# fa_ha

fa_ha/drive_strength.png
(8 px per um)
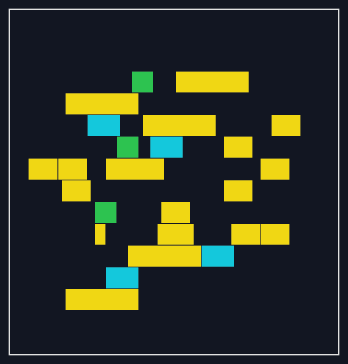

File: config.mk
export PLATFORM = sky130hd
export DESIGN_NAME = fa_ha
export DESIGN_NICKNAME = d
export VERILOG_FILES = /design/src/rtl/fa_ha.sv
export SDC_FILE = /design/constraint.sdc
export NUM_CORES = 1
export LEC_CHECK = 0
export ABC_CLOCK_PERIOD_IN_PS = 1800
export CORE_AREA = 2 2 39 41
export DETAILED_ROUTE_END_ITERATION = 10
export DIE_AREA = 0 0 41 43
export GPL_TIMING_DRIVEN = 0
export PLACE_DENSITY_LB_ADDON = 0.05
export SYNTH_ARGS = -nofsm -noshare
export SYNTH_HDL_FRONTEND = slang
export SYNTH_SLANG_ARGS = --single-unit
File: constraint.sdc
create_clock -name clk -period 1.8 [get_ports clk]
set_input_delay 0.36 -clock clk [delete_from_list [all_inputs] [get_ports clk]]
set_output_delay 0.36 -clock clk [all_outputs]
set_load 0.01 [all_outputs]
File: src/rtl/fa_ha.sv
// fa_ha: 1-bit half adder and full adder on shared operands, with optional registered output stage
module fa_ha #(
    parameter bit REG_OUT = 1'b1
) (
    input  logic clk,
    input  logic rst_n,
    input  logic in_valid,
    input  logic a,
    input  logic b,
    input  logic cin,
    output logic ha_sum,
    output logic ha_cout,
    output logic fa_sum,
    output logic fa_cout,
    output logic out_valid
);
    logic w_s1;
    logic w_c1;
    logic w_fa_sum;
    logic w_fa_cout;

    // first half adder is also the standalone HA; the second folds in cin
    assign w_s1      = a ^ b;
    assign w_c1      = a & b;
    assign w_fa_sum  = w_s1 ^ cin;
    assign w_fa_cout = w_c1 | (w_s1 & cin);

    generate
        if (REG_OUT) begin : g_reg
            logic r_ha_sum;
            logic r_ha_cout;
            logic r_fa_sum;
            logic r_fa_cout;
            logic r_valid;
            // capture results only on accepted operands so idle inputs never disturb held data
            always_ff @(posedge clk or negedge rst_n) begin
                if (!rst_n) begin
                    r_ha_sum  <= 1'b0;
                    r_ha_cout <= 1'b0;
                    r_fa_sum  <= 1'b0;
                    r_fa_cout <= 1'b0;
                    r_valid   <= 1'b0;
                end else begin
                    r_valid <= in_valid;
                    if (in_valid) begin
                        r_ha_sum  <= w_s1;
                        r_ha_cout <= w_c1;
                        r_fa_sum  <= w_fa_sum;
                        r_fa_cout <= w_fa_cout;
                    end
                end
            end
            assign ha_sum    = r_ha_sum;
            assign ha_cout   = r_ha_cout;
            assign fa_sum    = r_fa_sum;
            assign fa_cout   = r_fa_cout;
            assign out_valid = r_valid;
        end else begin : g_comb
            assign ha_sum    = w_s1;
            assign ha_cout   = w_c1;
            assign fa_sum    = w_fa_sum;
            assign fa_cout   = w_fa_cout;
            assign out_valid = in_valid;
        end
    endgenerate
endmodule

# jtag_host_sequencer

[src/rtl/jtag_host_sequencer.sv]
// ---------------------------------------------------------------------------
// jtag_host_sequencer
//
// Embedded JTAG host engine. Accepts high-level commands (test-logic-reset,
// IR scan, DR scan, idle clocks), generates TCK/TMS/TDI for an external TAP
// and returns the TDO bits captured during the shift phase.
//
// Parameters:
//   CLK_DIV  TCK half-period in internal_clk cycles (>= 1)
//   MAX_LEN  maximum shift length; longer cmd_len values are clamped
//
// Ports:
//   internal_clk         sole clock, rising edge
//   internal_rst         synchronous active-high reset
//   cmd_valid/cmd_ready  command handshake (ready only when idle)
//   cmd_op               0=TLR, 1=IR scan, 2=DR scan, 3=IDLE
//   cmd_len              shift length, or TCK count for IDLE
//   cmd_data             TDI bits, LSB shifted first
//   rsp_valid            one-cycle completion pulse
//   rsp_data             captured TDO bits, LSB first, held until next pulse
//   jtag_clk             TCK (gated low when idle)
//   jtag_mode            TMS
//   jtag_digital_input   TDI
//   jtag_digital_output  TDO
// ---------------------------------------------------------------------------
module jtag_host_sequencer #(
    parameter int CLK_DIV = 20,
    parameter int MAX_LEN = 32
) (
    input  logic        internal_clk,
    input  logic        internal_rst,
    input  logic        cmd_valid,
    output logic        cmd_ready,
    input  logic [1:0]  cmd_op,
    input  logic [5:0]  cmd_len,
    input  logic [31:0] cmd_data,
    output logic        rsp_valid,
    output logic [31:0] rsp_data,
    output logic        jtag_clk,
    output logic        jtag_mode,
    output logic        jtag_digital_input,
    input  logic        jtag_digital_output
);

    localparam logic [1:0]  OP_TLR   = 2'd0;
    localparam logic [1:0]  OP_IR    = 2'd1;
    localparam logic [1:0]  OP_DR    = 2'd2;
    localparam logic [1:0]  OP_IDLE  = 2'd3;
    localparam logic [15:0] DIV_LAST = 16'(CLK_DIV - 1);
    localparam logic [5:0]  LEN_MAX  = 6'(MAX_LEN);

    typedef enum logic [2:0] {
        ST_IDLE,
        ST_PRE,
        ST_SHIFT,
        ST_POST,
        ST_RESP
    } state_t;

    state_t      r_state;
    logic [1:0]  r_op;
    logic [5:0]  r_len;
    logic [31:0] r_data;
    logic [31:0] r_cap;
    logic [15:0] r_div;
    logic        r_tck;
    logic [4:0]  r_idx;
    logic        r_tms;
    logic        r_tdi;
    logic        r_ready;
    logic        r_rspValid;
    logic [31:0] r_rspData;

    logic [5:0]  w_lenClamp;
    logic [5:0]  w_idxNext;
    logic [5:0]  w_preLen;

    // Number of header bits spent in ST_PRE. IDLE commands run all of their
    // TCK cycles here because they carry no data and never enter Shift.
    function automatic logic [5:0] preLen(input logic [1:0] op, input logic [5:0] len);
        logic [5:0] n;
        case (op)
            OP_TLR:  n = 6'd6;
            OP_IR:   n = 6'd4;
            OP_DR:   n = 6'd3;
            default: n = len;
        endcase
        return n;
    endfunction

    // TMS of header bit idx. A zero-length scan turns the last header bit
    // into a 1 so the TAP goes Capture -> Exit1 without shifting.
    function automatic logic preTms(input logic [1:0] op, input logic [5:0] len,
                                    input logic [5:0] idx);
        logic tms;
        case (op)
            OP_TLR:  tms = (idx != 6'd5);
            OP_IR:   tms = (idx < 6'd2) || ((idx == 6'd3) && (len == 6'd0));
            OP_DR:   tms = (idx == 6'd0) || ((idx == 6'd2) && (len == 6'd0));
            default: tms = 1'b0;
        endcase
        return tms;
    endfunction

    assign w_lenClamp = (cmd_len > LEN_MAX) ? LEN_MAX : cmd_len;
    assign w_idxNext  = {1'b0, r_idx} + 6'd1;
    assign w_preLen   = preLen(r_op, r_len);

    // Sequencer. Each TCK bit is a low phase then a high phase of CLK_DIV
    // cycles. TDO is captured on the edge that raises TCK; TMS/TDI for the
    // next bit are loaded on the edge that lowers it, so they are stable
    // across every rising TCK edge.
    always_ff @(posedge internal_clk) begin
        if (internal_rst) begin
            r_state    <= ST_IDLE;
            r_op       <= OP_TLR;
            r_len      <= '0;
            r_data     <= '0;
            r_cap      <= '0;
            r_div      <= '0;
            r_tck      <= 1'b0;
            r_idx      <= '0;
            r_tms      <= 1'b0;
            r_tdi      <= 1'b0;
            r_ready    <= 1'b0;
            r_rspValid <= 1'b0;
            r_rspData  <= '0;
        end else begin
            case (r_state)
                ST_IDLE: begin
                    r_rspValid <= 1'b0;
                    if (cmd_valid && r_ready) begin
                        r_ready <= 1'b0;
                        r_op    <= cmd_op;
                        r_len   <= w_lenClamp;
                        r_data  <= cmd_data;
                        r_cap   <= '0;
                        r_div   <= '0;
                        r_tck   <= 1'b0;
                        r_idx   <= '0;
                        r_tdi   <= 1'b0;
                        if ((cmd_op == OP_IDLE) && (w_lenClamp == 6'd0)) begin
                            r_state    <= ST_RESP;
                            r_rspValid <= 1'b1;
                            r_rspData  <= '0;
                            r_tms      <= 1'b0;
                        end else begin
                            r_state <= ST_PRE;
                            r_tms   <= preTms(cmd_op, w_lenClamp, 6'd0);
                        end
                    end else begin
                        r_ready <= 1'b1;
                    end
                end

                ST_RESP: begin
                    r_rspValid <= 1'b0;
                    r_ready    <= 1'b1;
                    r_state    <= ST_IDLE;
                end

                default: begin
                    if (r_div != DIV_LAST) begin
                        r_div <= r_div + 16'd1;
                    end else begin
                        r_div <= '0;
                        if (!r_tck) begin
                            r_tck <= 1'b1;
                            if (r_state == ST_SHIFT) begin
                                r_cap[r_idx] <= jtag_digital_output;
                            end
                        end else begin
                            r_tck <= 1'b0;
                            case (r_state)
                                ST_PRE: begin
                                    if (w_idxNext < w_preLen) begin
                                        r_idx <= w_idxNext[4:0];
                                        r_tms <= preTms(r_op, r_len, w_idxNext);
                                    end else if ((r_op == OP_TLR) || (r_op == OP_IDLE)) begin
                                        r_state    <= ST_RESP;
                                        r_tms      <= 1'b0;
                                        r_tdi      <= 1'b0;
                                        r_rspValid <= 1'b1;
                                        r_rspData  <= r_cap;
                                    end else if (r_len == 6'd0) begin
                                        r_state <= ST_POST;
                                        r_idx   <= '0;
                                        r_tms   <= 1'b1;
                                    end else begin
                                        r_state <= ST_SHIFT;
                                        r_idx   <= '0;
                                        r_tms   <= (r_len == 6'd1);
                                        r_tdi   <= r_data[0];
                                    end
                                end
                                ST_SHIFT: begin
                                    if (w_idxNext < r_len) begin
                                        r_idx <= w_idxNext[4:0];
                                        r_tms <= (w_idxNext == (r_len - 6'd1));
                                        r_tdi <= r_data[w_idxNext[4:0]];
                                    end else begin
                                        r_state <= ST_POST;
                                        r_idx   <= '0;
                                        r_tms   <= 1'b1;
                                        r_tdi   <= 1'b0;
                                    end
                                end
                                default: begin
                                    if (r_idx == 5'd0) begin
                                        r_idx <= 5'd1;
                                        r_tms <= 1'b0;
                                    end else begin
                                        r_state    <= ST_RESP;
                                        r_tms      <= 1'b0;
                                        r_tdi      <= 1'b0;
                                        r_rspValid <= 1'b1;
                                        r_rspData  <= r_cap;
                                    end
                                end
                            endcase
                        end
                    end
                end
            endcase
        end
    end

    assign cmd_ready          = r_ready;
    assign rsp_valid          = r_rspValid;
    assign rsp_data           = r_rspData;
    assign jtag_clk           = r_tck;
    assign jtag_mode          = r_tms;
    assign jtag_digital_input = r_tdi;

endmodule

[config.mk]
export PLATFORM = sky130hd
export DESIGN_NAME = jtag_host_sequencer
export DESIGN_NICKNAME = d
export VERILOG_FILES = /design/src/rtl/jtag_host_sequencer.sv
export SDC_FILE = /design/constraint.sdc
export NUM_CORES = 1
export LEC_CHECK = 0
export CORE_MARGIN = 8
export CORE_UTILIZATION = 40
export CTS_CLUSTER_SIZE = 25
export DETAILED_ROUTE_END_ITERATION = 16
export GPL_ROUTABILITY_DRIVEN = 0
export PLACE_DENSITY = 0.65
export SETUP_SLACK_MARGIN = 0.3
export SYNTH_ARGS = -nofsm -noshare
export SYNTH_HDL_FRONTEND = slang
export SYNTH_SLANG_ARGS = --single-unit
[constraint.sdc]
create_clock -name internal_clk -period 4.8 [get_ports internal_clk]
set_input_delay 1.2 -clock internal_clk [delete_from_list [all_inputs] [get_ports internal_clk]]
set_output_delay 1.2 -clock internal_clk [all_outputs]
set_load 0.01 [all_outputs]
# vending_machine_param

==> src/rtl/vending_pkg.sv <==
// Shared definitions for the vending machine: coin encodings, coin values and FSM states.
package vending_pkg;

    localparam logic [1:0] COIN_NONE    = 2'd0;
    localparam logic [1:0] COIN_NICKEL  = 2'd1;
    localparam logic [1:0] COIN_DIME    = 2'd2;
    localparam logic [1:0] COIN_QUARTER = 2'd3;

    typedef enum logic [1:0] {
        ST_IDLE,
        ST_COLLECT,
        ST_DISPENSE,
        ST_REFUND
    } state_t;

    // Value of a coin in nickel units.
    function automatic logic [2:0] coin_value(input logic [1:0] coin);
        case (coin)
            COIN_NICKEL:  return 3'd1;
            COIN_DIME:    return 3'd2;
            COIN_QUARTER: return 3'd5;
            default:      return 3'd0;
        endcase
    endfunction

endpackage

==> src/rtl/sat_counter.sv <==
// Saturating up-counter with increment enable and asynchronous active-low clear.
module sat_counter #(
    parameter int WIDTH = 8
) (
    input  logic             clk,
    input  logic             rst_n,
    input  logic             i_inc,
    output logic [WIDTH-1:0] o_count
);

    logic [WIDTH-1:0] r_count;

    always_ff @(posedge clk or negedge rst_n) begin
        // NOTE: sequential state uses non-blocking assignments so every flop samples pre-edge values.
        if (!rst_n) begin
            r_count <= '0;
        end else if (i_inc && (r_count != '1)) begin
            r_count <= r_count + WIDTH'(1);
        end
    end

    assign o_count = r_count;

endmodule

==> src/rtl/vending_machine_param.sv <==
// Parameterised vending machine: accumulates coins, dispenses at PRICE with change,
// refunds on cancel, and keeps a saturating sales count. All outputs are registered.
module vending_machine_param
    import vending_pkg::*;
#(
    parameter int PRICE    = 4,
    parameter int CREDIT_W = 6,
    parameter int COUNT_W  = 8
) (
    input  logic                clk,
    input  logic                reset,
    input  logic [1:0]          coin,
    input  logic                cancel,
    output logic                valid,
    output logic [CREDIT_W-1:0] change,
    output logic                change_valid,
    output logic                coin_reject,
    output logic [CREDIT_W-1:0] credit,
    output logic [COUNT_W-1:0]  sales
);

    localparam logic [CREDIT_W-1:0] PRICE_U = CREDIT_W'(PRICE);

    state_t              r_state;
    state_t              w_next_state;
    logic [CREDIT_W-1:0] r_credit;
    logic [CREDIT_W-1:0] w_next_credit;
    logic [CREDIT_W-1:0] r_change;
    logic [CREDIT_W-1:0] w_next_change;
    logic                r_valid;
    logic                w_next_valid;
    logic                r_change_valid;
    logic                w_next_change_valid;
    logic                r_coin_reject;
    logic                w_next_coin_reject;
    logic                w_sale;
    logic [CREDIT_W-1:0] w_total;

    // PRICE is bounded so that credit + largest coin always fits in CREDIT_W bits.
    assign w_total = r_credit + CREDIT_W'(coin_value(coin));

    always_ff @(posedge clk or negedge reset) begin
        if (!reset) begin
            r_state        <= ST_IDLE;
            r_credit       <= '0;
            r_change       <= '0;
            r_valid        <= 1'b0;
            r_change_valid <= 1'b0;
            r_coin_reject  <= 1'b0;
        end else begin
            r_state        <= w_next_state;
            r_credit       <= w_next_credit;
            r_change       <= w_next_change;
            r_valid        <= w_next_valid;
            r_change_valid <= w_next_change_valid;
            r_coin_reject  <= w_next_coin_reject;
        end
    end

    always_comb begin
        // NOTE: every signal driven here gets a default first, so no path can infer a latch.
        w_next_state        = ST_IDLE;
        w_next_credit       = r_credit;
        w_next_change       = '0;
        w_next_valid        = 1'b0;
        w_next_change_valid = 1'b0;
        w_next_coin_reject  = 1'b0;
        w_sale              = 1'b0;

        case (r_state)
            ST_IDLE, ST_COLLECT: begin
                if (w_total == '0) begin
                    w_next_state = ST_IDLE;
                end else if (cancel) begin
                    w_next_state        = ST_REFUND;
                    w_next_change       = w_total;
                    w_next_change_valid = 1'b1;
                    w_next_credit       = '0;
                end else if (w_total >= PRICE_U) begin
                    w_next_state        = ST_DISPENSE;
                    w_next_change       = w_total - PRICE_U;
                    w_next_change_valid = (w_total != PRICE_U);
                    w_next_valid        = 1'b1;
                    w_next_credit       = '0;
                    w_sale              = 1'b1;
                end else begin
                    w_next_state  = ST_COLLECT;
                    w_next_credit = w_total;
                end
            end
            default: begin
                // One-cycle DISPENSE/REFUND: coins are bounced back and cancel is ignored.
                w_next_state       = ST_IDLE;
                w_next_credit      = '0;
                w_next_coin_reject = (coin != COIN_NONE);
            end
        endcase
    end

    sat_counter #(
        .WIDTH (COUNT_W)
    ) u_sales (
        .clk     (clk),
        .rst_n   (reset),
        .i_inc   (w_sale),
        .o_count (sales)
    );

    assign valid        = r_valid;
    assign change       = r_change;
    assign change_valid = r_change_valid;
    assign coin_reject  = r_coin_reject;
    assign credit       = r_credit;

endmodule

==> config.mk <==
export PLATFORM = sky130hd
export DESIGN_NAME = vending_machine_param
export DESIGN_NICKNAME = d
export VERILOG_FILES = /design/src/rtl/vending_pkg.sv /design/src/rtl/sat_counter.sv /design/src/rtl/vending_machine_param.sv
export SDC_FILE = /design/constraint.sdc
export NUM_CORES = 1
export LEC_CHECK = 0
export CAP_MARGIN = 20
export CORE_MARGIN = 3
export CORE_UTILIZATION = 50
export CTS_CLUSTER_SIZE = 28
export DETAILED_ROUTE_END_ITERATION = 10
export PLACE_DENSITY = 0.86
export SYNTH_ARGS = -nofsm -noshare
export SYNTH_HDL_FRONTEND = slang
export SYNTH_SLANG_ARGS = --single-unit
==> constraint.sdc <==
create_clock -name clk -period 4.4 [get_ports clk]
set_input_delay 0.88 -clock clk [delete_from_list [all_inputs] [get_ports clk]]
set_output_delay 0.88 -clock clk [all_outputs]
set_load 0.02 [all_outputs]

## Gallery

Nets reached from selected ports.
image #1
(3 px per um)
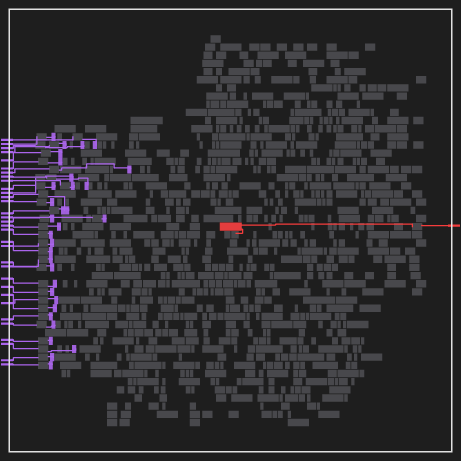
image #2
(8 px per um)
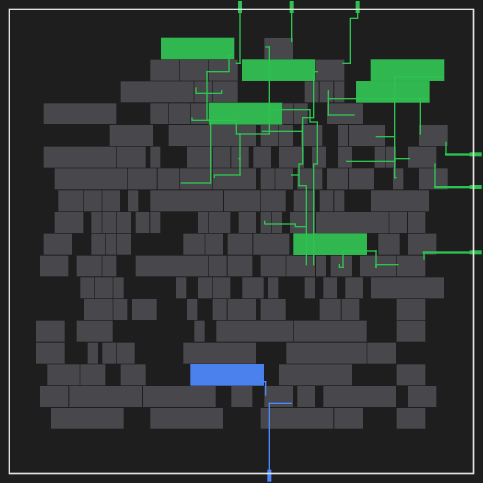
image #3
(12 px per um)
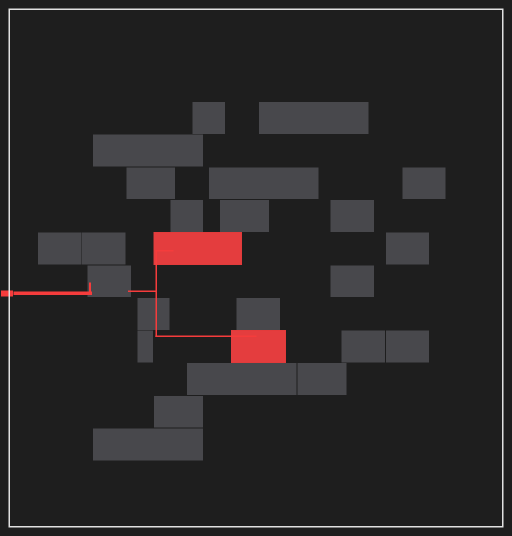
image #3: fa_ha
image #1: jtag_host_sequencer
image #2: vending_machine_param
Of these, most cells: image #1
Of these, smallest die: image #3

Key to image #2:
credit: drawn in green, bits 6, direction output, edge 3 right, 3 top, end cells 6, buffers 6, wire 226 um. valid: drawn in blue, bits 1, direction output, edge bottom, end cells 1, buffers 1, wire 13.2 um.

jtag_host_sequencer/metal_stack.png
(2 px per um)
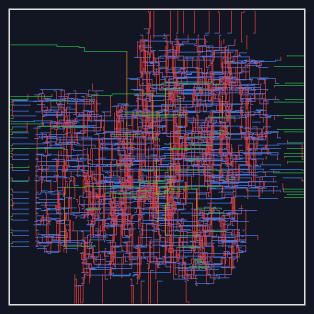
met2: drawn in red, wire length 7,970 um. met4: drawn in orange, wire length 251 um. met3: drawn in green, wire length 1,050 um. met1: drawn in blue, wire length 8,420 um.
Avg WL per Cell: 15.82 um
gr usage total: 16.84%

==> out/metrics.cfg, jtag_host_sequencer <==
[routing]
wl_met2_um = 7967
num_vias = 6253
wl_met3_um = 1046
via_per_inst = 5.593
antenna_left = 0

[timing]
period_minus_slack_ns = 3.568
setup_viol = 0
clock_skew_ns = 0.007704
final.setup.tns_ns = 0

[pwr]
switching_share_pct = 33.67
power.share.clock_pct = 37.8
seq-power_uw = 1260
powerDensity_nw_per_um2 = 426.4
p_int_uw = 2378

[placement]
placed_cells = 1086
hpwl_um = 11890

[setup_path]
rrSetupSlack_ns = 1.23
r2r_start = r_idx[0]
crit_path_end = rsp_data[19]
cpMaxStageDelayCell = dfxtp_1
crit_start = r_idx[0]
required_ns = 5.12
max_stage_delay_ns = 0.81
criticalPathCategory = flip-flop to flip-flop

[synth]
common_cells = nand2_1 (144), dfxtp_1 (133), a21oi_1 (90)
synth.avg_cell_area_sq_um = 8.281
synth_area_sq_um = 6865
area_leaders = dfxtp_1 (39%), nand2_1 (7.9%), a21oi_1 (6.6%), a31o_1 (4.1%), ha_1 (4.0%)

[layout]
largestClassByArea = logic gates
sh_comb_area_pct = 45.80
nonClockInverterCount = 17

[clocking]
clk_pin_slew_ns = 0.06
cts_resized = 0
numCtsBuffers = 17

[job]
warnings = 34

[grt]
top_usage_layer = met2
grt.overflow.total = 0
grt_pass1_vias = 6184
met3_usage_pct = 4.799

[floorplan]
fp_util_pct = 40.25
tapCellCount = 225
die_x_um = 147.0
design.die.area_sq_um = 21610

[worst_hold_path]
hp-start = r_data[23]

[status]
run_status = finished, final reports clean

-- jtag_host_sequencer: flip-flops by register name, summed over array words and instances, names as in the netlist --
name / cells
cmd_ready: 1
jtag_clk: 1
jtag_digital_input: 1
jtag_mode: 1
r_cap: 32
r_data: 32
r_div: 16
r_idx: 5
r_len: 6
r_op: 2
r_state: 3
rsp_data: 32
rsp_valid: 1
-- jtag_host_sequencer: kinds of logic (layout without fill, tap and decap cells) --
| logic type | after synthesis | in the layout | synth area share, % |
|---|---|---|---|
| AND-OR/OR-AND | 214 | 214 | 20.81 |
| adder cells (fa/ha/maj) | 22 | 22 | 4.009 |
| flip-flops | 133 | 133 | 38.78 |
| AND/OR/NAND/NOR | 341 | 341 | 24.40 |
| buffers and inverters | 83 | 147 | 5.303 |
| XOR/XNOR | 22 | 22 | 3.190 |
| multiplexers | 14 | 14 | 3.499 |
-- jtag_host_sequencer: through the flow --
stage / instance area (sq um) / hold slack [ns]
5_1_grt: 8407 / 0.4746
3_3_place_gp: 7789 / 0.4404
2_1_floorplan: 6865 / 0.4331
3_5_place_dp: 7789 / 0.4458
6_report: 8407 / 0.4522
4_1_cts: 8407 / 0.4538
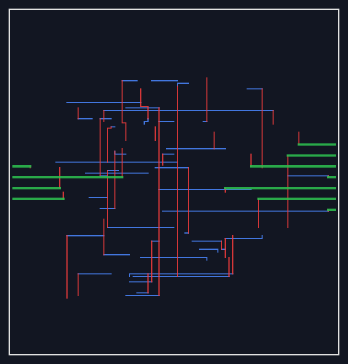
fa_ha/metal_stack.png
(8 px per um)
met1: drawn in blue, wire length 207 um. met2: drawn in red, wire length 176 um. met3: drawn in green, wire length 73.3 um.
Avg WL per Cell: 11.10 um
vias: 151
gr usage total: 6.781%
total wire length: 455 um

Notes on fa_ha/drive_strength.png above:
drive 3 to 4: drawn in green, cells 3, share 12%. drive 1 or less: drawn in yellow, cells 18, share 72%. drive 2: drawn in cyan, cells 4, share 16%.

==> out/metrics.cfg, fa_ha <==
[job]
warnings = 26
max-cap-violations = 0

[synth]
ys_chip_area_sq_um = 202.7
synth.distinct_cells = 4
ys_ff = 5

[setup_path]
worstPathCellList = clkdlybuf4s50_1
critPathBufInv = 1
start_kind = flip-flop
path_depth = 1
crit_path_end = ha_sum
path_max_fanout = 2
cp_top_family = buffers and inverters

[clocking]
clk_latency_ns = 0.23
cts_sinks = 5
clk_pin_slew_ns = 0.04

[layout]
clockBufferCount = 4
num-multi-input-gates = 6
sh_comb_area_pct = 22.22
seq_area_share_pct = 35.84
final_nets = 34
largestClassByArea = flip-flops and latches
layout.area.comb_sq_um = 77.57
area_growth_pct = 72.22
clk_share_pct = 7.527

[pwr]
powerDensity_nw_per_um2 = 936.9
leakagePower_uw = 0.0001452
power_uw = 327.0

[placement]
pre_cts_ws_ns = 0.1118
place_area_sq_um = 322.8

[timing]
setup_viol = 0
tightest_slew_ns = 0.2416
fin_hold_ws_ns = 0.3539
slew_viol_final = 0

[floorplan]
core-area_sq_um = 1384
io-pin-count = 11

[grt]
grt.overflow.total = 0
grt_pass1_vias = 166
antenna_found_initial = 0

[status]
run_status = finished, final reports clean

[routing]
drc = 0
dr.pass1.iters = 2

[fa_ha: cells in the mapped netlist, drive strengths merged]
| master | count | area, sq um |
|---|---|---|
| dfrtp | 5 | 125.1 |
| fa | 1 | 20.02 |
| mux2 | 4 | 45.04 |
| ha | 1 | 12.51 |
[fa_ha: logic make-up after synthesis]
| group | share of synthesized area [%] |
|---|---|
| adders and majority gates | 16.05 |
| DFF | 61.73 |
| muxes | 22.22 |
[fa_ha: power breakdown]
part	internal (uW)	switching [uW]	total [uW]
registers	127	7.13	134
clock network	83.5	40.9	124
logic	45.0	23.7	68.8
[fa_ha: per-stage QoR]
step | instances | util (%)
4_1_cts | 41 | 25.23
6_report | 41 | 25.23
3_5_place_dp | 37 | 23.33
5_1_grt | 41 | 25.23
2_1_floorplan | 11 | -
3_3_place_gp | 37 | 23.33
[fa_ha: registers in the layout, summed over array words and instances, names as in the netlist]
name,cells
fa_cout,1
fa_sum,1
ha_cout,1
ha_sum,1
out_valid,1
[fa_ha: metal layers]
metal	part of all wire, %	GRT usage (%)	vias to the layer above
met2	38	7.813	11
met1	45	8.581	72
met4	0	4.000	0
met5	0	0	-
met3	16	5.236	0
li1	-	-	68
vending_machine_param/final_clocks.png
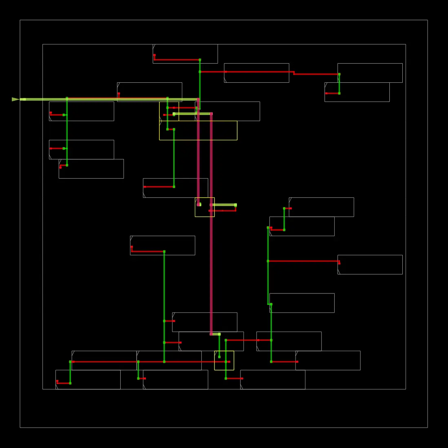
Skew-Pair Late Insertion Delay: 0.32 ns
Clk. pwr: 160 uW
CLK BUF: 3

==> out/metrics.cfg, vending_machine_param <==
[synth]
edf_count = 0
ys.flop_type = dfrtp_1

[setup_path]
cp_top_family = AND-OR/OR-AND gates
worstPathCellList = clkdlybuf4s50_1 > nand2b_1 > inv_1 > ha_1 > a21o_1 > a21oi_1 > xnor2_1 > ha_1 > o2111ai_4 > and4b_1 > mux2_4
required_ns = 4.62

[routing]
wl_met2_um = 1522
maxUsedRoutingLayer = met4
wl_met1_um = 1241

[grt]
met3_usage_pct = 3.786
grtUsageMet2_pct = 34.19

[timing]
post-route-period-util_pct = 81.21
hold_viol = 0

[status]
run_status = finished, final reports clean

[floorplan]
core-area_sq_um = 2522
num_rows = 18
io-pin-count = 28

[layout]
area_growth_pct = 27.10

[clocking]
cts_buffer_depth = 2

-- vending_machine_param: state kept, by name (all words and copies together), names as in the netlist --
| register | count |
|---|---|
| r_state | 1 |
| change | 6 |
| valid | 1 |
| change_valid | 1 |
| credit | 6 |
| u_sales.o_count | 8 |
| coin_reject | 1 |
-- vending_machine_param: where the power goes --
group          leakage (uW)  internal (uW)  switching, uW
combinational      0.000414            195            229
clock             0.0000279           92.2           68.0
sequential         0.000317            277           57.1
-- vending_machine_param: worst paths after layout --
kind	to	depth (start not counted)	from
worst max-delay path	u_sales.o_count[7]	11	coin[0]
worst min-delay path	u_sales.o_count[3]	1	u_sales.o_count[3]
worst max register to register	u_sales.o_count[7]	8	credit[1]
worst min register to register	u_sales.o_count[3]	1	u_sales.o_count[3]
max in group asynchronous	u_sales.o_count[4]	2	reset
min in group asynchronous	change[0]	1	reset
-- vending_machine_param: layout make-up --
class / count / area, sq um / share of cell area [%]
multi-input combinational: 97 / 696.9 / 40.81
clock buffer: 3 / 22.52 / 1.319
timing repair buffer: 28 / 297.8 / 17.44
tap: 30 / 37.54 / 2.198
clock inverter: 1 / 30.03 / 1.758
sequential: 24 / 600.6 / 35.16
inverter: 6 / 22.52 / 1.319

# result_buffer

[src/rtl/result_buffer.sv]
//------------------------------------------------------------------------------
// Module  : result_buffer
// Brief   : Two-entry in-order buffer of {data, select tag} for a 4:1 mux
//           result. RESULT_FLAGS_EN adds stored zero/negative flags.
// Revision: 1.0 - initial release
//------------------------------------------------------------------------------
`default_nettype none

module result_buffer (
  input  logic        clk,
  input  logic        rst,
  input  logic [31:0] in_data,
  input  logic [1:0]  in_sel,
  input  logic        in_valid,
  output logic        in_ready,
  output logic [31:0] out_data,
  output logic [1:0]  out_sel,
  output logic        out_valid,
  input  logic        out_ready,
`ifdef RESULT_FLAGS_EN
  output logic        out_zero,
  output logic        out_neg,
`endif
  output logic [1:0]  count
);

  localparam logic [1:0] c_DEPTH = 2'd2;
`ifdef RESULT_FLAGS_EN
  localparam int c_EW = 36;
`else
  localparam int c_EW = 34;
`endif

  logic [c_EW-1:0] r_head;
  logic [c_EW-1:0] r_tail;
  logic [1:0]      r_count;
  logic [c_EW-1:0] w_in_entry;
  logic            w_push;
  logic            w_pop;

  // Flags are derived once at capture so the output side is purely registered.
`ifdef RESULT_FLAGS_EN
  assign w_in_entry = {(in_data == 32'h0), in_data[31], in_sel, in_data};
`else
  assign w_in_entry = {in_sel, in_data};
`endif

  assign w_push = in_valid && (r_count < c_DEPTH);
  assign w_pop  = out_ready && (r_count != 2'd0);

  always_ff @(posedge clk) begin
    if (rst) begin
      r_count <= 2'd0;
      r_head  <= '0;
      r_tail  <= '0;
    end else begin
      case (r_count)
        2'd0: begin
          if (w_push) begin
            r_head  <= w_in_entry;
            r_count <= 2'd1;
          end
        end
        2'd1: begin
          // Push with pop replaces the head directly; occupancy is unchanged.
          if (w_push && w_pop) begin
            r_head <= w_in_entry;
          end else if (w_push) begin
            r_tail  <= w_in_entry;
            r_count <= 2'd2;
          end else if (w_pop) begin
            r_count <= 2'd0;
          end
        end
        default: begin
          if (w_pop) begin
            r_head  <= r_tail;
            r_count <= 2'd1;
          end
        end
      endcase
    end
  end

  assign in_ready  = (r_count < c_DEPTH);
  assign out_valid = (r_count != 2'd0);
  assign count     = r_count;
  assign out_data  = r_head[31:0];
  assign out_sel   = r_head[33:32];
`ifdef RESULT_FLAGS_EN
  assign out_zero  = r_head[35];
  assign out_neg   = r_head[34];
`endif

endmodule

`default_nettype wire

[config.mk]
export PLATFORM = sky130hd
export DESIGN_NAME = result_buffer
export DESIGN_NICKNAME = d
export VERILOG_FILES = /design/src/rtl/result_buffer.sv
export SDC_FILE = /design/constraint.sdc
export NUM_CORES = 1
export LEC_CHECK = 0
export ABC_AREA = 1
export CORE_ASPECT_RATIO = 1.25
export CORE_MARGIN = 2
export CORE_UTILIZATION = 50
export DETAILED_ROUTE_END_ITERATION = 10
export DONT_BUFFER_PORTS = 1
export PLACE_DENSITY = 0.75
export SLEW_MARGIN = 30
export SYNTH_ARGS = -nofsm -noshare
export SYNTH_HDL_FRONTEND = slang
export SYNTH_SLANG_ARGS = --single-unit
[constraint.sdc]
create_clock -name clk -period 1.26 [get_ports clk]
set_input_delay 0.252 -clock clk [delete_from_list [all_inputs] [get_ports clk]]
set_output_delay 0.252 -clock clk [all_outputs]
set_load 0.02 [all_outputs]
# mem_access_ctrl

## src/rtl/mem_access_ctrl.sv

```systemverilog
// Memory-stage access controller: passes ALU ops straight to MEM/WB and runs a
// request/busy/done handshake for loads/stores, stalling upstream until it completes.
module mem_access_ctrl #(
   parameter int TIMEOUT = 32
) (
   input  logic        clk,
   input  logic        rst,
   input  logic        valid_in,
   input  logic        MemRead_in,
   input  logic        MemWrite_in,
   input  logic [15:0] aluOutput_in,
   input  logic [15:0] writeData_in,
   input  logic        RegWrite_in,
   input  logic        MemToReg_in,
   output logic [15:0] mem_addr,
   output logic [15:0] mem_wdata,
   output logic        mem_rd,
   output logic        mem_wr,
   input  logic        mem_busy,
   input  logic [15:0] mem_rdata,
   input  logic        mem_done,
   output logic [15:0] aluOutput_out,
   output logic [15:0] readData_out,
   output logic        RegWrite_out,
   output logic        MemToReg_out,
   output logic        valid_out,
   output logic        stall_out,
   output logic        err_out,
   output logic [1:0]  state_dbg
);

   // Handshake: a request is accepted in the first REQ cycle with mem_busy=0;
   // completion is the single-cycle mem_done pulse seen in WAIT.
   typedef enum logic [1:0] {
      IDLE = 2'd0,
      REQ  = 2'd1,
      WAIT = 2'd2,
      ERR  = 2'd3
   } state_t;

   localparam logic [7:0] CNT_LAST = 8'(TIMEOUT - 1);

   state_t      state, state_nxt;
   logic [7:0]  cnt, cnt_nxt;
   logic [15:0] addr_q, wdata_q;
   logic        access, misaligned;

   assign access     = valid_in & (MemRead_in | MemWrite_in);
   assign misaligned = access & aluOutput_in[0];

   assign aluOutput_out = aluOutput_in;
   assign RegWrite_out  = RegWrite_in;
   assign MemToReg_out  = MemToReg_in;
   assign state_dbg     = state;

   always_ff @(posedge clk) begin
      if (rst) begin
         state   <= IDLE;
         cnt     <= 8'd0;
         addr_q  <= 16'd0;
         wdata_q <= 16'd0;
      end else begin
         state <= state_nxt;
         cnt   <= cnt_nxt;
         if (state == REQ) begin
            addr_q  <= aluOutput_in;
            wdata_q <= writeData_in;
         end
      end
   end

   always_comb begin
      state_nxt    = state;
      cnt_nxt      = cnt;
      mem_rd       = 1'b0;
      mem_wr       = 1'b0;
      mem_addr     = aluOutput_in;
      mem_wdata    = writeData_in;
      stall_out    = 1'b0;
      valid_out    = 1'b0;
      err_out      = 1'b0;
      readData_out = 16'd0;
      case (state)
         IDLE: begin
            if (misaligned) begin
               state_nxt = ERR;
               stall_out = 1'b1;
            end else if (access) begin
               state_nxt = REQ;
               stall_out = 1'b1;
            end else begin
               valid_out = valid_in;
            end
         end
         REQ: begin
            mem_rd    = MemRead_in;
            mem_wr    = MemWrite_in;
            stall_out = 1'b1;
            if (!mem_busy) begin
               state_nxt = WAIT;
               cnt_nxt   = 8'd0;
            end
         end
         WAIT: begin
            // Address/data stay on the bus as captured at acceptance.
            mem_addr  = addr_q;
            mem_wdata = wdata_q;
            if (mem_done) begin
               state_nxt    = IDLE;
               valid_out    = 1'b1;
               readData_out = MemRead_in ? mem_rdata : 16'd0;
            end else if (cnt == CNT_LAST) begin
               state_nxt = ERR;
               stall_out = 1'b1;
            end else begin
               cnt_nxt   = cnt + 8'd1;
               stall_out = 1'b1;
            end
         end
         ERR: begin
            err_out   = 1'b1;
            stall_out = 1'b1;
         end
         default: state_nxt = IDLE;
      endcase
      // Reset silences every strobe and pipeline control immediately.
      if (rst) begin
         mem_rd       = 1'b0;
         mem_wr       = 1'b0;
         stall_out    = 1'b0;
         valid_out    = 1'b0;
         err_out      = 1'b0;
         readData_out = 16'd0;
      end
   end

endmodule
```

## config.mk

```make
export PLATFORM = sky130hd
export DESIGN_NAME = mem_access_ctrl
export DESIGN_NICKNAME = d
export VERILOG_FILES = /design/src/rtl/mem_access_ctrl.sv
export SDC_FILE = /design/constraint.sdc
export NUM_CORES = 1
export LEC_CHECK = 0
export CORE_MARGIN = 5
export CORE_UTILIZATION = 43
export DETAILED_ROUTE_END_ITERATION = 8
export GPL_TIMING_DRIVEN = 0
export HOLD_SLACK_MARGIN = 0.06
export PLACE_DENSITY_LB_ADDON = 0.15
export SETUP_SLACK_MARGIN = 0.02
export SYNTH_ARGS = -nofsm -noshare
export SYNTH_HDL_FRONTEND = slang
export SYNTH_SLANG_ARGS = --single-unit
```

## constraint.sdc

```tcl
create_clock -name clk -period 5.2 [get_ports clk]
set_clock_uncertainty 0.1 [all_clocks]
set_input_delay 1.04 -clock clk [delete_from_list [all_inputs] [get_ports clk]]
set_output_delay 1.04 -clock clk [all_outputs]
set_load 0.05 [all_outputs]
```

# llc_fsm_mb

File: config.mk
export PLATFORM = sky130hd
export DESIGN_NAME = llc_fsm_mb
export DESIGN_NICKNAME = d
export VERILOG_FILES = /design/src/rtl/llc_fsm_mb.sv
export SDC_FILE = /design/constraint.sdc
export NUM_CORES = 1
export LEC_CHECK = 0
export ABC_AREA = 1
export CORE_MARGIN = 5
export CORE_UTILIZATION = 46
export CTS_CLUSTER_SIZE = 8
export DETAILED_ROUTE_END_ITERATION = 12
export GPL_TIMING_DRIVEN = 0
export PLACE_DENSITY = 0.76
export SLEW_MARGIN = 0
export SYNTH_ARGS = -nofsm -noshare
export SYNTH_HDL_FRONTEND = slang
export SYNTH_SLANG_ARGS = --single-unit
File: constraint.sdc
create_clock -name clock -period 2.6 [get_ports clock]
set_input_delay 0.65 -clock clock [delete_from_list [all_inputs] [get_ports clock]]
set_output_delay 0.65 -clock clock [all_outputs]
set_load 0.02 [all_outputs]
File: src/rtl/llc_fsm_mb.sv
// Multi-buffer LLC control FSM: transmit handshake sequencing and distribution of received frames over NUM_RXBUF buffers.
// Optional build macro LLC_PROMISCUOUS_EN adds the promiscous input (accept every frame into any buffer).
module llc_fsm_mb #(
  parameter int NUM_RXBUF = 4,
  parameter int SELW      = 2,
  parameter int TOW       = 16
) (
  input  logic                 clock,
  input  logic                 reset,
  input  logic                 initreqr,
  input  logic                 traregbit,
  input  logic                 sucftranc,
  input  logic                 sucfrecvc,
  input  logic [NUM_RXBUF-1:0] equal,
  input  logic [NUM_RXBUF-1:0] rxfull,
`ifdef LLC_PROMISCUOUS_EN
  input  logic                 promiscous,
`endif
  input  logic [TOW-1:0]       txto_lim,
  output logic                 activtreg,
  output logic [NUM_RXBUF-1:0] activrreg,
  output logic                 ldrecid,
  output logic                 activgreg,
  output logic [SELW-1:0]      rxbufsel,
  output logic                 sucftrano,
  output logic                 sucfrecvo,
  output logic                 overflowo,
  output logic                 trans,
  output logic                 load,
  output logic                 actvtsft,
  output logic                 actvtcap,
  output logic                 txabort,
  output logic                 resettra,
  output logic                 resetall
);

  typedef enum logic [3:0] {
    IDLE, RESET, TXDRV, TXCAP, TXSFT, TXWAIT, TXDONE, TXABRT, RXWR, RXHOLD
  } state_t;

  state_t               state, state_d;
  logic                 tx_pend, txdone_pend, ovf;
  logic [SELW-1:0]      sel;
  logic [TOW-1:0]       cnt;

  logic [NUM_RXBUF-1:0] acc, avail;
  logic                 match, free_hit, rx_event, tmo;
  logic [SELW-1:0]      free_idx, any_idx;

`ifdef LLC_PROMISCUOUS_EN
  assign acc = promiscous ? '1 : equal;
`else
  assign acc = equal;
`endif
  assign avail = acc & ~rxfull;
  assign match = |acc;

  // Scan high to low so the lowest matching index wins.
  always_comb begin
    free_hit = 1'b0;
    free_idx = '0;
    any_idx  = '0;
    for (int i = NUM_RXBUF - 1; i >= 0; i--) begin
      if (avail[i]) begin
        free_hit = 1'b1;
        free_idx = SELW'(i);
      end
      if (acc[i]) any_idx = SELW'(i);
    end
  end

  assign rx_event = sucfrecvc && (state == IDLE || state == TXWAIT);
  // >= rather than == so a counter that passed the limit during a reception still aborts.
  assign tmo      = (txto_lim != '0) && (cnt >= txto_lim - TOW'(1));

  always_ff @(posedge clock) begin
    if (!reset) begin
      state       <= IDLE;
      tx_pend     <= 1'b0;
      txdone_pend <= 1'b0;
      ovf         <= 1'b0;
      sel         <= '0;
      cnt         <= '0;
    end else begin
      state <= state_d;
      if (rx_event && match) begin
        sel <= free_hit ? free_idx : any_idx;
        ovf <= !free_hit;
      end
      case (state)
        RESET:  begin tx_pend <= 1'b0; txdone_pend <= 1'b0; end
        TXDRV:  tx_pend <= 1'b1;
        TXSFT:  cnt <= '0;
        TXWAIT: begin
          cnt <= cnt + TOW'(1);
          if (sucfrecvc) txdone_pend <= sucftranc;
        end
        TXDONE: begin tx_pend <= 1'b0; txdone_pend <= 1'b0; end
        TXABRT: tx_pend <= 1'b0;
        default: ;
      endcase
    end
  end

  always_comb begin
    state_d   = state;
    activtreg = 1'b0;
    activrreg = '0;
    ldrecid   = 1'b0;
    activgreg = 1'b0;
    rxbufsel  = '0;
    sucftrano = 1'b0;
    sucfrecvo = 1'b0;
    overflowo = 1'b0;
    trans     = 1'b0;
    load      = 1'b0;
    actvtsft  = 1'b0;
    actvtcap  = 1'b0;
    txabort   = 1'b0;
    resettra  = 1'b1;
    resetall  = 1'b1;
    case (state)
      IDLE: begin
        if (rx_event)       state_d = match ? RXWR : RXHOLD;
        else if (traregbit) state_d = TXDRV;
      end
      RESET: begin
        activgreg = 1'b1;
        resetall  = 1'b0;
        state_d   = IDLE;
      end
      TXDRV: state_d = TXCAP;
      TXCAP: begin
        load     = 1'b1;
        actvtcap = 1'b1;
        state_d  = TXSFT;
      end
      TXSFT: begin
        load     = 1'b1;
        actvtsft = 1'b1;
        state_d  = TXWAIT;
      end
      TXWAIT: begin
        trans = 1'b1;
        if (sucfrecvc)      state_d = match ? RXWR : RXHOLD;
        else if (sucftranc) state_d = TXDONE;
        else if (tmo)       state_d = TXABRT;
      end
      TXDONE: begin
        activtreg = 1'b1;
        activgreg = 1'b1;
        sucftrano = 1'b1;
        state_d   = IDLE;
      end
      TXABRT: begin
        resettra = 1'b0;
        txabort  = 1'b1;
        state_d  = IDLE;
      end
      RXWR: begin
        activrreg = NUM_RXBUF'(1) << sel;
        ldrecid   = 1'b1;
        activgreg = 1'b1;
        sucfrecvo = 1'b1;
        overflowo = ovf;
        rxbufsel  = sel;
        state_d   = RXHOLD;
      end
      RXHOLD: begin
        rxbufsel = sel;
        if (!sucfrecvc) begin
          if (txdone_pend)  state_d = TXDONE;
          else if (tx_pend) state_d = TXWAIT;
          else              state_d = IDLE;
        end
      end
      default: state_d = IDLE;
    endcase
    if (initreqr && state != RESET) state_d = RESET;
  end

endmodule

llc_fsm_mb/gate_families.png
(4 px per um)
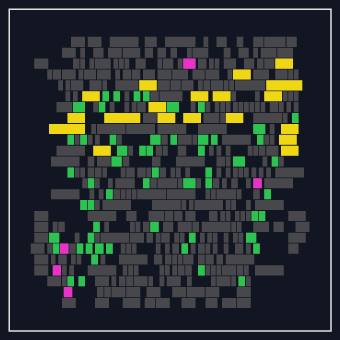
adder and majority cells: drawn in yellow, cells 19, most used ha_1. inverting AOI/OAI gates: drawn in green, cells 56, most used a21oi_1. AND and OR gates: drawn in magenta, cells 5, most used or2_2.
logic share of the area: 52.51%
Post-Layout Cell Count: 491

==> out/metrics.cfg, llc_fsm_mb <==
[clocking]
clk_latency_ns = 0.27
numCtsBuffers = 3

[timing]
slew_viol_final = 0
fin_ws_ns = -0.05380
hold_viol = 0
relSlewSlack_pct = 63.38
setup_viol = 2

[worst_hold_path]
hold_end = ovf

[layout]
largestClassByArea = logic gates

[routing]
wl_met2_um = 2903
antenna_left = 0

[synth]
synth_area_sq_um = 2257
ys_chip_area_sq_um = 2257
top_cell = nand2_1
ys_ff = 25
ys_sh_adder_pct = 10.53

[setup_path]
crit_path_end = state[0]
required_ns = 2.74

[placement]
placed_cells = 474

[status]
violations = negative setup slack
run_status = complete, but fails checks

llc_fsm_mb: state kept, by name (all words and copies together), names as in the netlist:
register and cells:
cnt 16, state 4, sel 2, tx_pend 1, ovf 1, txdone_pend 1
llc_fsm_mb: through the flow:
stage          hold slack (ns)  cell area, sq um  setup slack (ns)  setup TNS (ns)
3_5_place_dp            0.4457              2834           -0.9225          -2.441
4_1_cts                 0.4588              3017          -0.07233         -0.3887
5_1_grt                 0.4922              3117           -0.2307         -0.5909
6_report                0.4569              3117          -0.05380        -0.06259
2_1_floorplan           0.4294              2280           -0.1366         -0.1409
3_3_place_gp            0.4409              2834           -0.8902          -2.356
llc_fsm_mb: worst max-delay path, delay by kind of cell:
kind / cells / cell delay [ns]
compound gates: 2 / 0.18
xor+xnor: 1 / 0.16
fa+ha+maj: 1 / 0.30
buf+inv: 2 / 0.51
simple gates: 11 / 0.99
llc_fsm_mb: power by group through the flow:
| stage | clock network [uW] | logic, uW | registers, uW |
|---|---|---|---|
| finish | 231 | 326 | 413 |
| global route | 252 | 362 | 416 |
| CTS | 236 | 311 | 412 |
| detailed placement | 0 | 301 | 421 |
| global placement | 0 | 297 | 421 |
| floorplan | 0 | 182 | 417 |
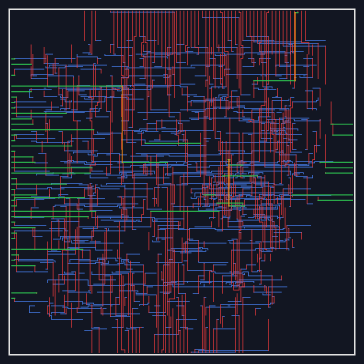
mem_access_ctrl/metal_stack.png
(4 px per um)
met4: drawn in orange, wire length 47.6 um. met3: drawn in green, wire length 410 um. met1: drawn in blue, wire length 2,960 um. met2: drawn in red, wire length 3,430 um.

==> out/metrics.cfg, mem_access_ctrl <==
[floorplan]
num_rows = 27
design.die.area_sq_um = 7399
io-pin-count = 130

[grt]
grt_pass1_vias = 2440
grt_max_degree = 15
grt.overflow.total = 0
grt_first_pass_wirelength_um = 11320
gr-usage-all-layers_pct = 18.58
antenna_found_initial = 0

[status]
run_status = finished, final reports clean

[synth]
top_area_share_pct = 33.84
ys_chip_area_sq_um = 2485

[timing]
relSlewSlack_pct = 58.95
slew_viol_final = 0
fin_ws_ns = 0.5016
hold_viol = 0
fin_hold_ws_ns = 0.3933
rsz0062_at_grt = no

[setup_path]
end_kind = output pin
criticalPathCategory = input pin to output pin
max_stage_delay_ns = 0.81
rrSetupSlack_ns = 3.21
critPathBufInv = 3
r2r_end = cnt[7]
required_ns = 4.06

[pwr]
switching_share_pct = 45.85
powerDensity_nw_per_um2 = 458.1
ir_drop_v = 0.0002927
p_int_uw = 982.3
power_top_consumer = combinational logic
seq-power_uw = 430

[clocking]
cts_sinks = 42
cts_setup_buffers = 0
clk_pin_slew_ns = 0.08
cts_tree = built
cts_hold_buf = 0

[layout]
lay_top_cells = clkdlybuf4s50_1 (127), dfxtp_1 (42), mux2i_1 (37)

[routing]
drc = 0
via_per_inst = 4.918

[job]
warnings = 30

==> mem_access_ctrl: cell type report <==
cell class | count | area (sq um) | share of cell area (%)
Multi-Input combinational cell | 187 | 1410 | 35.61
Timing Repair Buffer | 127 | 1271 | 32.10
Sequential cell | 42 | 840.8 | 21.23
Buffer | 32 | 211.5 | 5.340
Tap cell | 72 | 90.09 | 2.275
Clock buffer | 5 | 68.82 | 1.738
Clock inverter | 3 | 45.04 | 1.137
Inverter | 6 | 22.52 | 0.5687
==> mem_access_ctrl: sequential cells by signal, indices dropped and copies added, names as in the netlist <==
signal / flops
addr_q: 16
wdata_q: 16
cnt: 8
state_dbg: 2
==> mem_access_ctrl: kinds of logic (layout without fill, tap and decap cells) <==
group           count (synthesis)  in the layout  synth area share [%]
buf+inv                        38            173                 9.415
compound gates                 28             28                 7.654
mux                            68             68                 28.95
simple gates                   85             85                 17.12
fa+ha+maj                       6              6                 3.021
flops                          42             42                 33.84
==> mem_access_ctrl: metal layers <==
layer | global-route usage (%) | vias up | share of wire (%)
met3 | 5.283 | 6 | 6.0
li1 | - | 1178 | -
met2 | 31.46 | 64 | 50
met5 | 0 | - | 0
met4 | 3.741 | 0 | 0.69
met1 | 23.46 | 1083 | 43
result_buffer/gate_families.png
(4 px per um)
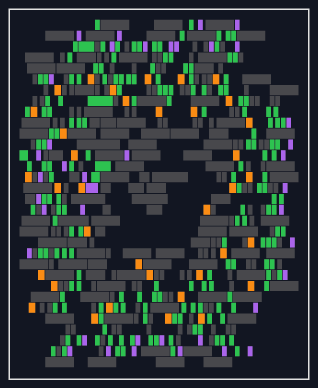
NAND gates: drawn in green, cells 178, most used nand2_1, where spread over the die. inverting AOI/OAI gates: drawn in orange, cells 36, most used o21ai_0, where spread over the die. inverters: drawn in purple, cells 40, most used inv_1, where spread over the die.
logic share of the area: 39.94%
Post-Layout Cell Count: 580
most frequent logic cell in the layout: nand2_1

==> out/metrics.cfg, result_buffer <==
[placement]
place_area_sq_um = 3219
hpwl_um = 4367
port_buffers = 0

[routing]
wl_um = 7186
avgRoutedWirePerCell_um = 12.39

[setup_path]
criticalPathCategory = flip-flop to output pin
critical_path_arrival_ns = 0.95
cp_top_family = flip-flops
cpMaxStageDelayCell = dfxtp_4

[layout]
lay_top_cells = nand2_1 (173), nor2_1 (137), dfxtp_1 (68)
flop_area_sq_um = 1406
drive_above_1_share_pct = 7.677
final_nets = 529
fin_area_sq_um = 3512
finalCoreUtilization_pct = 57.71

[synth]
yosys_cells = 489
synthCells = 489
ys.flop_type = dfxtp_1
yosysWarnings = 0
top_area_share_pct = 45.12
fp_nets = 527

[grt]
grt_util_met1_pct = 22.98
antenna_found_initial = 0

[timing]
post-route-period-util_pct = 95.39
clock_skew_ns = 0.005779
clock.fmax_mhz = 832.0

[clocking]
cts_sinks = 70
cts_buffer_depth = 2

[floorplan]
die_h_um = 92.11
io-pin-count = 76

[pwr]
leakagePower_uw = 0.001724
switching_share_pct = 27.29

[status]
run_status = finished, final reports clean

-- result_buffer: layout make-up --
type	count	share of cell area, %
Multi-Input combinational cell	352	39.94
Clock inverter	1	0.8550
Timing Repair Buffer	18	7.374
Clock buffer	14	4.346
Sequential cell	70	40.04
Inverter	40	4.418
Tap cell	85	3.028
-- result_buffer: power by group through the flow --
| stage | Clock [uW] | Sequential [uW] | Combinational (uW) |
|---|---|---|---|
| after floorplan | 0 | 2600 | 457 |
| after global placement | 0 | 2620 | 539 |
| after detailed placement | 0 | 2620 | 553 |
| after CTS | 1770 | 2570 | 561 |
| after global routing | 1860 | 2590 | 725 |
| final | 1720 | 2570 | 627 |
-- result_buffer: kinds of logic after synthesis --
family	count (synthesis)	share of synthesized area, %
AOI/OAI and AO/OA	36	5.802
buffers and inverters	67	10.27
DFF	70	45.12
and+or+nand+nor	316	38.80
-- result_buffer: worst paths after layout --
kind,start,endpoint,depth (start not counted)
max,count[1],out_valid,2
min,in_data[7],r_tail[7],2
max reg2reg,count[1],r_head[15],7
min reg2reg,r_tail[7],r_tail[7],2
-- result_buffer: state kept, by name (all words and copies together) (netlist names) --
| name | count |
|---|---|
| r_tail | 34 |
| count | 2 |
| r_head | 34 |

==> gallery <==
Nets reached from selected ports.
picture 1
(6 px per um)
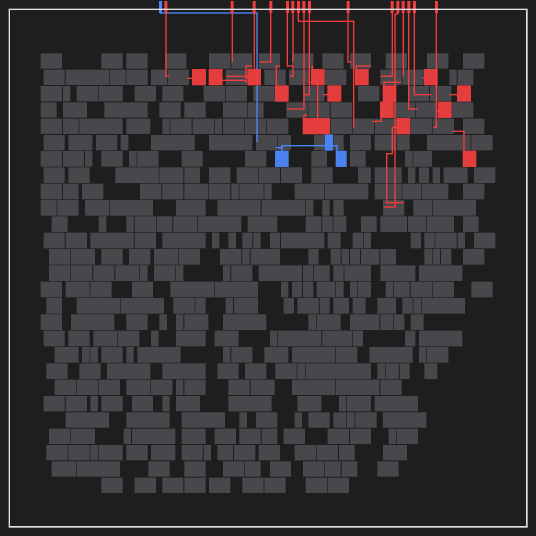
picture 2
(4 px per um)
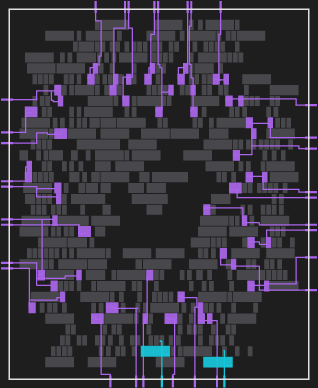
picture 3
(6 px per um)
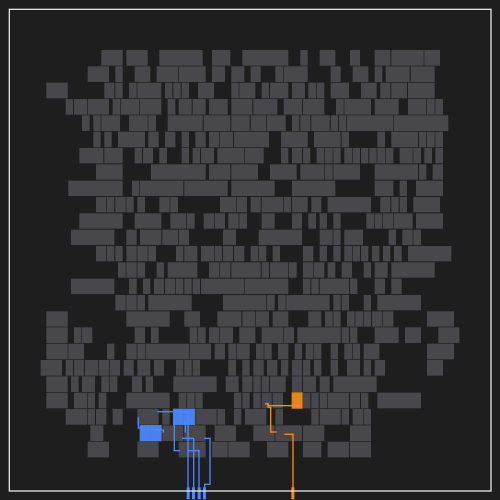
The one with the most cells is picture 2.
- picture 3 = llc_fsm_mb
- picture 2 = result_buffer
- picture 1 = mem_access_ctrl



==> screenshots <==
Register map, names as in the netlist.
shot_01.png
(4 px per um)
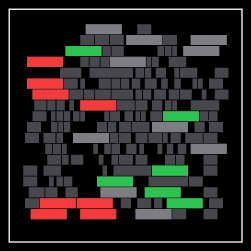
shot_02.png
(3 px per um)
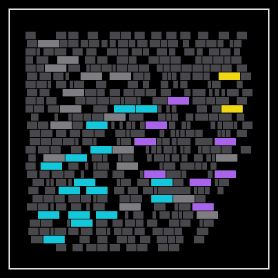
shot_03.png
(3 px per um)
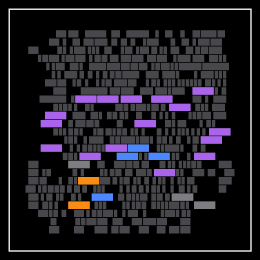
shot_04.png
(2 px per um)
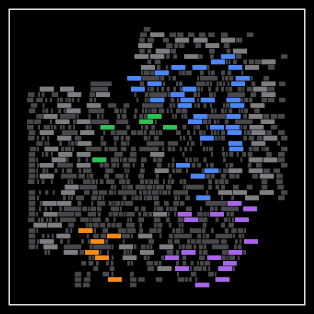
shot_05.png
(3 px per um)
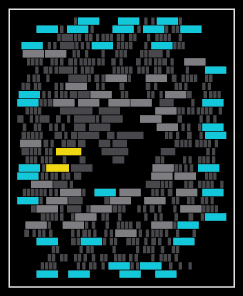
shot_02.png: mem_access_ctrl
shot_03.png: llc_fsm_mb
shot_05.png: result_buffer
shot_04.png: jtag_host_sequencer
shot_01.png: vending_machine_param

Power is estimated from default activity; no workload was simulated.
